######## pov_column_sequencer ########
pov_column_sequencer, layout detail:
Region (42, 57) to (82, 97) µm. Cells in grey, sequential cells in the stronger grey; small squares are vias.
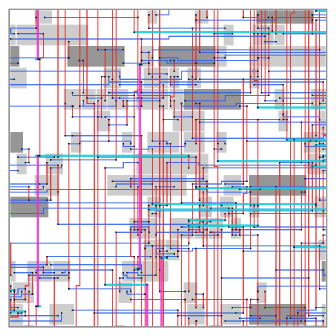

[config.mk]
export PLATFORM = sky130hd
export DESIGN_NAME = pov_column_sequencer
export DESIGN_NICKNAME = d
export VERILOG_FILES = /design/src/rtl/pov_column_sequencer.sv
export SDC_FILE = /design/constraint.sdc
export NUM_CORES = 1
export LEC_CHECK = 0
export ABC_AREA = 0
export CORE_ASPECT_RATIO = 1.25
export CORE_MARGIN = 2
export CORE_UTILIZATION = 25
export DETAILED_ROUTE_END_ITERATION = 8
export GPL_TIMING_DRIVEN = 0
export PLACE_DENSITY = 0.44
export SKIP_CTS_REPAIR_TIMING = 1
export SLEW_MARGIN = 20
export SYNTH_ARGS = -nofsm -noshare
export SYNTH_HDL_FRONTEND = slang
export SYNTH_SLANG_ARGS = --single-unit
[constraint.sdc]
create_clock -name clk -period 5.5 [get_ports clk]
set_input_delay 0.825 -clock clk [delete_from_list [all_inputs] [get_ports clk]]
set_output_delay 0.825 -clock clk [all_outputs]
set_load 0.01 [all_outputs]
[src/rtl/pov_column_sequencer.sv]
// Rotation-locked column scheduler: measures the index-to-index period, derives a
// per-column dwell and steps col_addr through one frame per revolution.
module pov_column_sequencer #(
    parameter int NUM_COLS  = 64,
    parameter int COL_W     = 6,
    parameter int PERIOD_W  = 24,
    parameter int MIN_DWELL = 2
) (
    input  logic             clk,
    input  logic             rst,
    input  logic             enable,
    input  logic             index_in,
    output logic [COL_W-1:0] col_addr,
    output logic             col_valid,
    output logic             col_strobe,
    output logic             frame_done,
    output logic             speed_err
);

    localparam int DW = PERIOD_W + 1 - COL_W;
    localparam logic [COL_W-1:0]  LAST_COL = COL_W'(NUM_COLS - 1);
    // Smallest legal period: D >= MIN_DWELL is the same as P >= MIN_DWELL*NUM_COLS.
    localparam logic [PERIOD_W:0] P_MIN    = (PERIOD_W + 1)'(MIN_DWELL * NUM_COLS);

    typedef enum logic [2:0] {
        ST_IDLE,
        ST_SYNC,
        ST_MEASURE,
        ST_RUN,
        ST_BLANK
    } state_t;

    state_t              state_q, state_d;
    logic                s1_q, s1_d, s2_q, s2_d, s3_q, s3_d;
    logic [PERIOD_W-1:0] period_cnt_q, period_cnt_d;
    logic [DW-1:0]       dwell_q, dwell_d;
    logic [DW-1:0]       dwell_cnt_q, dwell_cnt_d;
    logic [COL_W-1:0]    col_addr_q, col_addr_d;
    logic                col_valid_q, col_valid_d;
    logic                col_strobe_q, col_strobe_d;
    logic                frame_done_q, frame_done_d;
    logic                speed_err_q, speed_err_d;

    logic                rise;
    logic                period_full;
    logic [PERIOD_W:0]   period_p;
    logic [DW-1:0]       new_dwell;
    logic                dwell_legal;
    logic                last_col_done;
    logic                start_frame;
    logic                fault;
    logic                stall;

    assign rise          = s2_q & ~s3_q;
    assign period_full   = &period_cnt_q;
    assign period_p      = {1'b0, period_cnt_q} + (PERIOD_W + 1)'(1);
    assign new_dwell     = period_p[PERIOD_W:COL_W];
    assign dwell_legal   = (period_p >= P_MIN);
    assign last_col_done = (state_q == ST_RUN) && (dwell_cnt_q == '0) && (col_addr_q == LAST_COL);

    always_comb begin
        state_d      = state_q;
        s1_d         = index_in;
        s2_d         = s1_q;
        s3_d         = s2_q;
        period_cnt_d = rise ? '0 : (period_full ? period_cnt_q : period_cnt_q + PERIOD_W'(1));
        dwell_d      = dwell_q;
        dwell_cnt_d  = dwell_cnt_q;
        col_addr_d   = col_addr_q;
        col_valid_d  = col_valid_q;
        col_strobe_d = 1'b0;
        frame_done_d = 1'b0;
        speed_err_d  = speed_err_q;
        start_frame  = 1'b0;
        fault        = 1'b0;
        stall        = 1'b0;

        case (state_q)
            ST_IDLE: begin
                period_cnt_d = '0;
                state_d      = ST_SYNC;
            end
            ST_SYNC: begin
                if (rise) begin
                    state_d = ST_MEASURE;
                end else if (period_full) begin
                    stall = 1'b1;
                end
            end
            ST_MEASURE: begin
                if (rise) begin
                    if (dwell_legal) begin
                        start_frame = 1'b1;
                    end else begin
                        speed_err_d = 1'b1;
                    end
                end else if (period_full) begin
                    stall = 1'b1;
                end
            end
            ST_RUN: begin
                if (rise) begin
                    // A rise landing on the last column's final cycle still closes that frame.
                    frame_done_d = last_col_done;
                    start_frame  = dwell_legal;
                    fault        = ~dwell_legal;
                end else if (period_full) begin
                    stall = 1'b1;
                end else if (dwell_cnt_q != '0) begin
                    dwell_cnt_d = dwell_cnt_q - DW'(1);
                end else if (col_addr_q != LAST_COL) begin
                    col_addr_d   = col_addr_q + COL_W'(1);
                    col_strobe_d = 1'b1;
                    dwell_cnt_d  = dwell_q - DW'(1);
                end else begin
                    frame_done_d = 1'b1;
                    col_valid_d  = 1'b0;
                    state_d      = ST_BLANK;
                end
            end
            ST_BLANK: begin
                if (rise) begin
                    start_frame = dwell_legal;
                    fault       = ~dwell_legal;
                end else if (period_full) begin
                    stall = 1'b1;
                end
            end
            default: begin
                state_d = ST_SYNC;
            end
        endcase

        if (stall) begin
            state_d     = ST_SYNC;
            speed_err_d = 1'b1;
            col_valid_d = 1'b0;
        end
        if (fault) begin
            state_d     = ST_MEASURE;
            speed_err_d = 1'b1;
            col_valid_d = 1'b0;
        end
        if (start_frame) begin
            state_d      = ST_RUN;
            speed_err_d  = 1'b0;
            dwell_d      = new_dwell;
            dwell_cnt_d  = new_dwell - DW'(1);
            col_addr_d   = '0;
            col_valid_d  = 1'b1;
            col_strobe_d = 1'b1;
        end

        if (!enable) begin
            state_d      = ST_IDLE;
            period_cnt_d = '0;
            dwell_cnt_d  = '0;
            col_addr_d   = '0;
            col_valid_d  = 1'b0;
            col_strobe_d = 1'b0;
            frame_done_d = 1'b0;
            speed_err_d  = 1'b0;
        end
    end

    always_ff @(posedge clk) begin
        if (rst) begin
            state_q      <= enable ? ST_SYNC : ST_IDLE;
            s1_q         <= 1'b0;
            s2_q         <= 1'b0;
            s3_q         <= 1'b0;
            period_cnt_q <= '0;
            dwell_q      <= '0;
            dwell_cnt_q  <= '0;
            col_addr_q   <= '0;
            col_valid_q  <= 1'b0;
            col_strobe_q <= 1'b0;
            frame_done_q <= 1'b0;
            speed_err_q  <= 1'b0;
        end else begin
            state_q      <= state_d;
            s1_q         <= s1_d;
            s2_q         <= s2_d;
            s3_q         <= s3_d;
            period_cnt_q <= period_cnt_d;
            dwell_q      <= dwell_d;
            dwell_cnt_q  <= dwell_cnt_d;
            col_addr_q   <= col_addr_d;
            col_valid_q  <= col_valid_d;
            col_strobe_q <= col_strobe_d;
            frame_done_q <= frame_done_d;
            speed_err_q  <= speed_err_d;
        end
    end

    assign col_addr   = col_addr_q;
    assign col_valid  = col_valid_q;
    assign col_strobe = col_strobe_q;
    assign frame_done = frame_done_q;
    assign speed_err  = speed_err_q;

endmodule

######## signed_divider ########
==> src/rtl/signed_divider.sv <==
// Multi-cycle signed divider: restoring shift-subtract on magnitudes, one quotient
// bit per cycle MSB first, followed by a sign-fix cycle. Quotient truncates toward zero.
//
// state | meaning
// IDLE  | waiting for start; operands captured on the start edge
// CALC  | one restoring step per cycle, WIDTH cycles
// FIX   | sign correction, outputs written, done pulsed
module signed_divider #(
  parameter int WIDTH = 32
) (
  input  logic             clk,
  input  logic             rst_n,
  input  logic             start,
  input  logic [WIDTH-1:0] a,
  input  logic [WIDTH-1:0] b,
  output logic [WIDTH-1:0] quotient,
  output logic [WIDTH-1:0] remainder,
  output logic             busy,
  output logic             done,
  output logic             div_zero
);

  localparam int CW = (WIDTH > 1) ? $clog2(WIDTH) : 1;

  typedef enum logic [1:0] {IDLE, CALC, FIX} state_t;

  state_t           state, state_nxt;
  logic [CW-1:0]    count;
  logic [WIDTH-1:0] dvd_q;
  logic [WIDTH-1:0] dvs;
  logic [WIDTH-1:0] rem_acc;
  logic             neg_q, neg_r, dz;
  logic [WIDTH:0]   shifted, trial;
  logic             fits;

  always_ff @(posedge clk or negedge rst_n) begin
    if (!rst_n) state <= IDLE;
    else        state <= state_nxt;
  end

  always_comb begin
    state_nxt = state;
    case (state)
      IDLE:    if (start) state_nxt = CALC;
      CALC:    if (count == '0) state_nxt = FIX;
      FIX:     state_nxt = IDLE;
      default: state_nxt = IDLE;
    endcase
  end

  // shifted never exceeds 2*dvs-1, so the top bit of trial is a clean borrow flag
  always_comb begin
    shifted = {rem_acc, dvd_q[WIDTH-1]};
    trial   = shifted - {1'b0, dvs};
    fits    = ~trial[WIDTH];
  end

  assign busy = (state != IDLE);

  always_ff @(posedge clk or negedge rst_n) begin
    if (!rst_n) begin
      count     <= '0;
      dvd_q     <= '0;
      dvs       <= '0;
      rem_acc   <= '0;
      neg_q     <= 1'b0;
      neg_r     <= 1'b0;
      dz        <= 1'b0;
      quotient  <= '0;
      remainder <= '0;
      done      <= 1'b0;
      div_zero  <= 1'b0;
    end else begin
      done <= 1'b0;
      case (state)
        IDLE: begin
          if (start) begin
            dvd_q   <= a[WIDTH-1] ? -a : a;
            dvs     <= b[WIDTH-1] ? -b : b;
            rem_acc <= '0;
            neg_q   <= a[WIDTH-1] ^ b[WIDTH-1];
            neg_r   <= a[WIDTH-1];
            dz      <= (b == '0);
            count   <= CW'(WIDTH - 1);
          end
        end
        CALC: begin
          if (fits) rem_acc <= trial[WIDTH-1:0];
          else      rem_acc <= shifted[WIDTH-1:0];
          dvd_q <= {dvd_q[WIDTH-2:0], fits};
          if (count != '0) count <= count - 1'b1;
        end
        FIX: begin
          // a zero divisor leaves |a| in the accumulator, so the normal fix yields remainder = a
          quotient  <= dz ? '1 : (neg_q ? -dvd_q : dvd_q);
          remainder <= neg_r ? -rem_acc : rem_acc;
          div_zero  <= dz;
          done      <= 1'b1;
        end
        default: ;
      endcase
    end
  end

endmodule

==> config.mk <==
export PLATFORM = sky130hd
export DESIGN_NAME = signed_divider
export DESIGN_NICKNAME = d
export VERILOG_FILES = /design/src/rtl/signed_divider.sv
export SDC_FILE = /design/constraint.sdc
export NUM_CORES = 1
export LEC_CHECK = 0
export CAP_MARGIN = 20
export CORE_MARGIN = 5
export CORE_UTILIZATION = 30
export CTS_BUF_LIST = sky130_fd_sc_hd__clkbuf_8
export DETAILED_ROUTE_END_ITERATION = 6
export GPL_TIMING_DRIVEN = 0
export PLACE_DENSITY = 0.57
export SLEW_MARGIN = 25
export SYNTH_ARGS = -nofsm -noshare
export SYNTH_HDL_FRONTEND = slang
export SYNTH_SLANG_ARGS = --single-unit
==> constraint.sdc <==
create_clock -name clk -period 5.1 [get_ports clk]
set_input_delay 0.765 -clock clk [delete_from_list [all_inputs] [get_ports clk]]
set_output_delay 0.765 -clock clk [all_outputs]
set_load 0.05 [all_outputs]
signed_divider, clock routing:
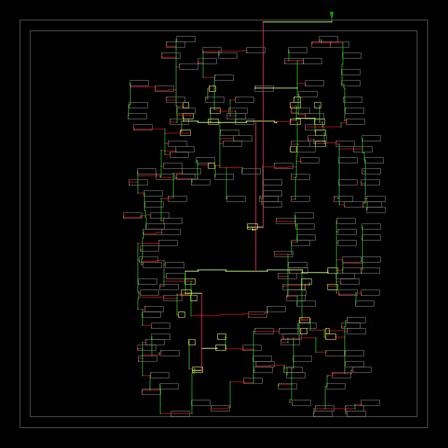
clock buffers: 19
Worst Clk Skew: 0.01984 ns
number of buffers inserted during clock tree synthesis: 17
number of sinks driven by the clock tree: 172

==> impl_report.txt, signed_divider <==
IMPLEMENTATION SUMMARY REPORT
----------------------------------------------------
[Status]
  Status ........................ finished clean

[Final timing]
  Max Transition Viols Final ........................ 0

[Yosys]
  Mapped Avg Cell Area ........................ 8.752 µm²
  Top flip-flop cell by instance count after synthesis ........................ sky130_fd_sc_hd__dfrtp_1
  Yosys chip area ........................ 0.01097 mm²
  Top cell type by total area after synthesis ........................ sky130_fd_sc_hd__dfrtp_1
  Largest cells by area after synthesis ........................ sky130_fd_sc_hd__dfrtp_1 (39%), sky130_fd_sc_hd__xor2_1 (8.8%), sky130_fd_sc_hd__o21ai_0 (8.2%)

[GRT]
  Global-route wire length before repair ........................ roughly 50,000 µm

[Cells and area]
  Synth-to-Final Area Change ........................ 21.39%
  Filler cell count in the final layout ........................ 3,725

[Hold path]
  Type of the most critical hold path ........................ primary input to asynchronous set/reset pin

[Setup path]
  Worst r2r dst ........................ rem_acc[27]
  Worst reg2reg path startpoint ........................ dvd_q[31]
  Type of destination of the critical path ........................ register

[Placement]
  Final weighted congestion in routability-driven placement ........................ 0.9202

[Die]
  Site Rows ........................ 70

[Routing]
  DR pass1 iterations ........................ 5

----------------------------------------------------
==> signed_divider: worst max path at each step <==
stage,to,slack [ns],depth (start not counted)
after floorplan,dvd_q[29],1.60,9
after global placement,quotient[17],-4.03,1
after detailed placement,rem_acc[27],0.67,13
after CTS,rem_acc[27],0.61,13
after global routing,rem_acc[28],0.38,13
final,rem_acc[27],0.66,13
==> signed_divider: layer usage <==
metal / wire length (µm) / global-route usage / vias up / part of all wire
met3: 1564 / 0.03368 / 18 / 0.049
met2: 14270 / 0.2439 / 167 / 0.45
li1: - / - / 4775 / -
met1: 15450 / 0.2159 / 4482 / 0.49
met5: 0 / 0 / - / 0
met4: 345 / 0.03467 / 0 / 0.011
==> signed_divider: registers in the layout, indices dropped and copies added, names as in the netlist <==
| register | cells |
|---|---|
| dvd_q | 32 |
| dvs | 32 |
| quotient | 32 |
| rem_acc | 32 |
| remainder | 32 |
| count | 5 |
| state | 2 |
| div_zero | 1 |
| done | 1 |
| dz | 1 |
| neg_q | 1 |
| neg_r | 1 |
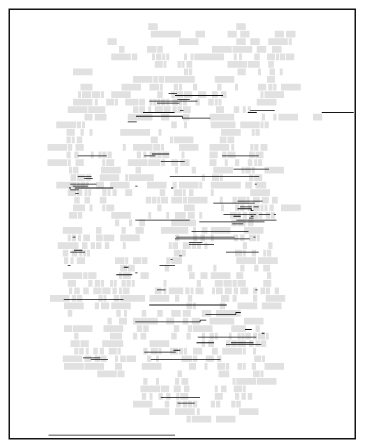
pov_column_sequencer: metal 3
Cells faint in the background.
nets with wire on the layer	52
share of all routed wire	4.9%
longest straight run	45.3 µm
global routing usage on met3: 0.02360
Total Wirelength: 14,880 µm
number of vias in the routed layout: 4,436

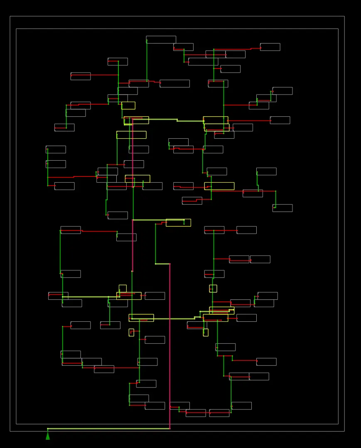
pov_column_sequencer: clock routing
sequential cells: 78
clock group power: 0.000653 W
clock buffers: 10
Worst Clk Skew: 0.005934 ns

## Picture notes: 'layout detail' of pov_column_sequencer
colour	layer
cyan	M3
blue	M1
magenta	M4
red	M2
cells with their middle in the window	76
netlist names of flops here include	dwell_q (4), dwell_cnt_q (2)
sequential cells in the window	7
most frequent	nor2_1 (9), nand2_1 (7), dfxtp_1 (7)

==> impl_report.txt, pov_column_sequencer <==
IMPLEMENTATION SUMMARY REPORT
----------------------------------------------------
[Setup path]
  Required time at the endpoint of the critical path ........................ ~5.7 ns
  Worst reg2reg path startpoint ........................ period_cnt_q[0]

[GRT]
  Total gr overflow ........................ 0
  Initial antenna violation count ........................ 0
  Met2 GRT Util ........................ 0.2802

[Cells and area]
  Number of diodes ........................ 0
  Comb. cell area ........................ 0.002739 mm²
  Final standard cell count with taps included and fillers excluded ........................ about 820
  Multi-input gate share of total cell area ........................ 0.5218

[Routing]
  DR pass1 iterations ........................ 5

[Yosys]
  Yosys chip area ........................ roughly 0.0045 mm²
  Ys async rst share ........................ 0
  Synth Area in Simple Gates ........................ 0.2675

[Hold path]
  Hold path startpoint ........................ s1_q
  Type of the most critical hold path ........................ register to register

[Final timing]
  Peak clock frequency supported by timing ........................ 0.2094 GHz
  Setup repair after global routing missed its margin ........................ false

[Status]
  Status ........................ finished clean

----------------------------------------------------
pov_column_sequencer: worst reg2reg max path: stages, from the launching register on:
cell                        delay (ns)
sky130_fd_sc_hd__dfxtp_1          0.42
sky130_fd_sc_hd__ha_1             0.25
sky130_fd_sc_hd__nand3_4          0.17
sky130_fd_sc_hd__o31a_1           0.36
sky130_fd_sc_hd__nor4_1           0.73
sky130_fd_sc_hd__o2111a_1         0.33
sky130_fd_sc_hd__and4_1           0.23
sky130_fd_sc_hd__buf_6            0.15
sky130_fd_sc_hd__nor2_4           0.09
sky130_fd_sc_hd__buf_2            0.20
sky130_fd_sc_hd__buf_2            0.23
sky130_fd_sc_hd__a211oi_1         0.26
sky130_fd_sc_hd__a21o_1           0.12
sky130_fd_sc_hd__ha_1             0.18
sky130_fd_sc_hd__a21boi_2         0.27
sky130_fd_sc_hd__buf_6            0.19
sky130_fd_sc_hd__o2111ai_1        0.17
sky130_fd_sc_hd__xor2_1           0.20
sky130_fd_sc_hd__a21oi_1          0.08


==> screenshots <==
Routed metal per tile.
(a)
Scale bar: 20 µm. 25 x 31 tiles, from white (low) to dark blue (high), scaled to the fullest tile. Values are wire area over tile area, all layers added.
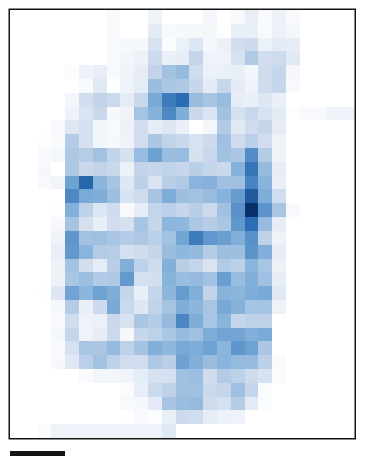
(b)
Scale bar: 50 µm. 20 x 20 tiles, from white (low) to dark blue (high), scaled to the fullest tile. Values are wire area over tile area, all layers added.
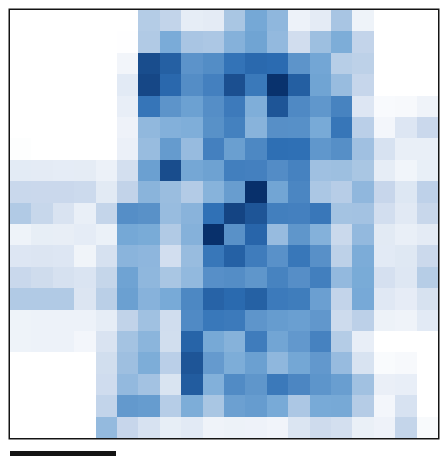
The one with the largest die is (b).
pov_column_sequencer is (a).
signed_divider is (b).

Power is estimated from default activity; no workload was simulated.
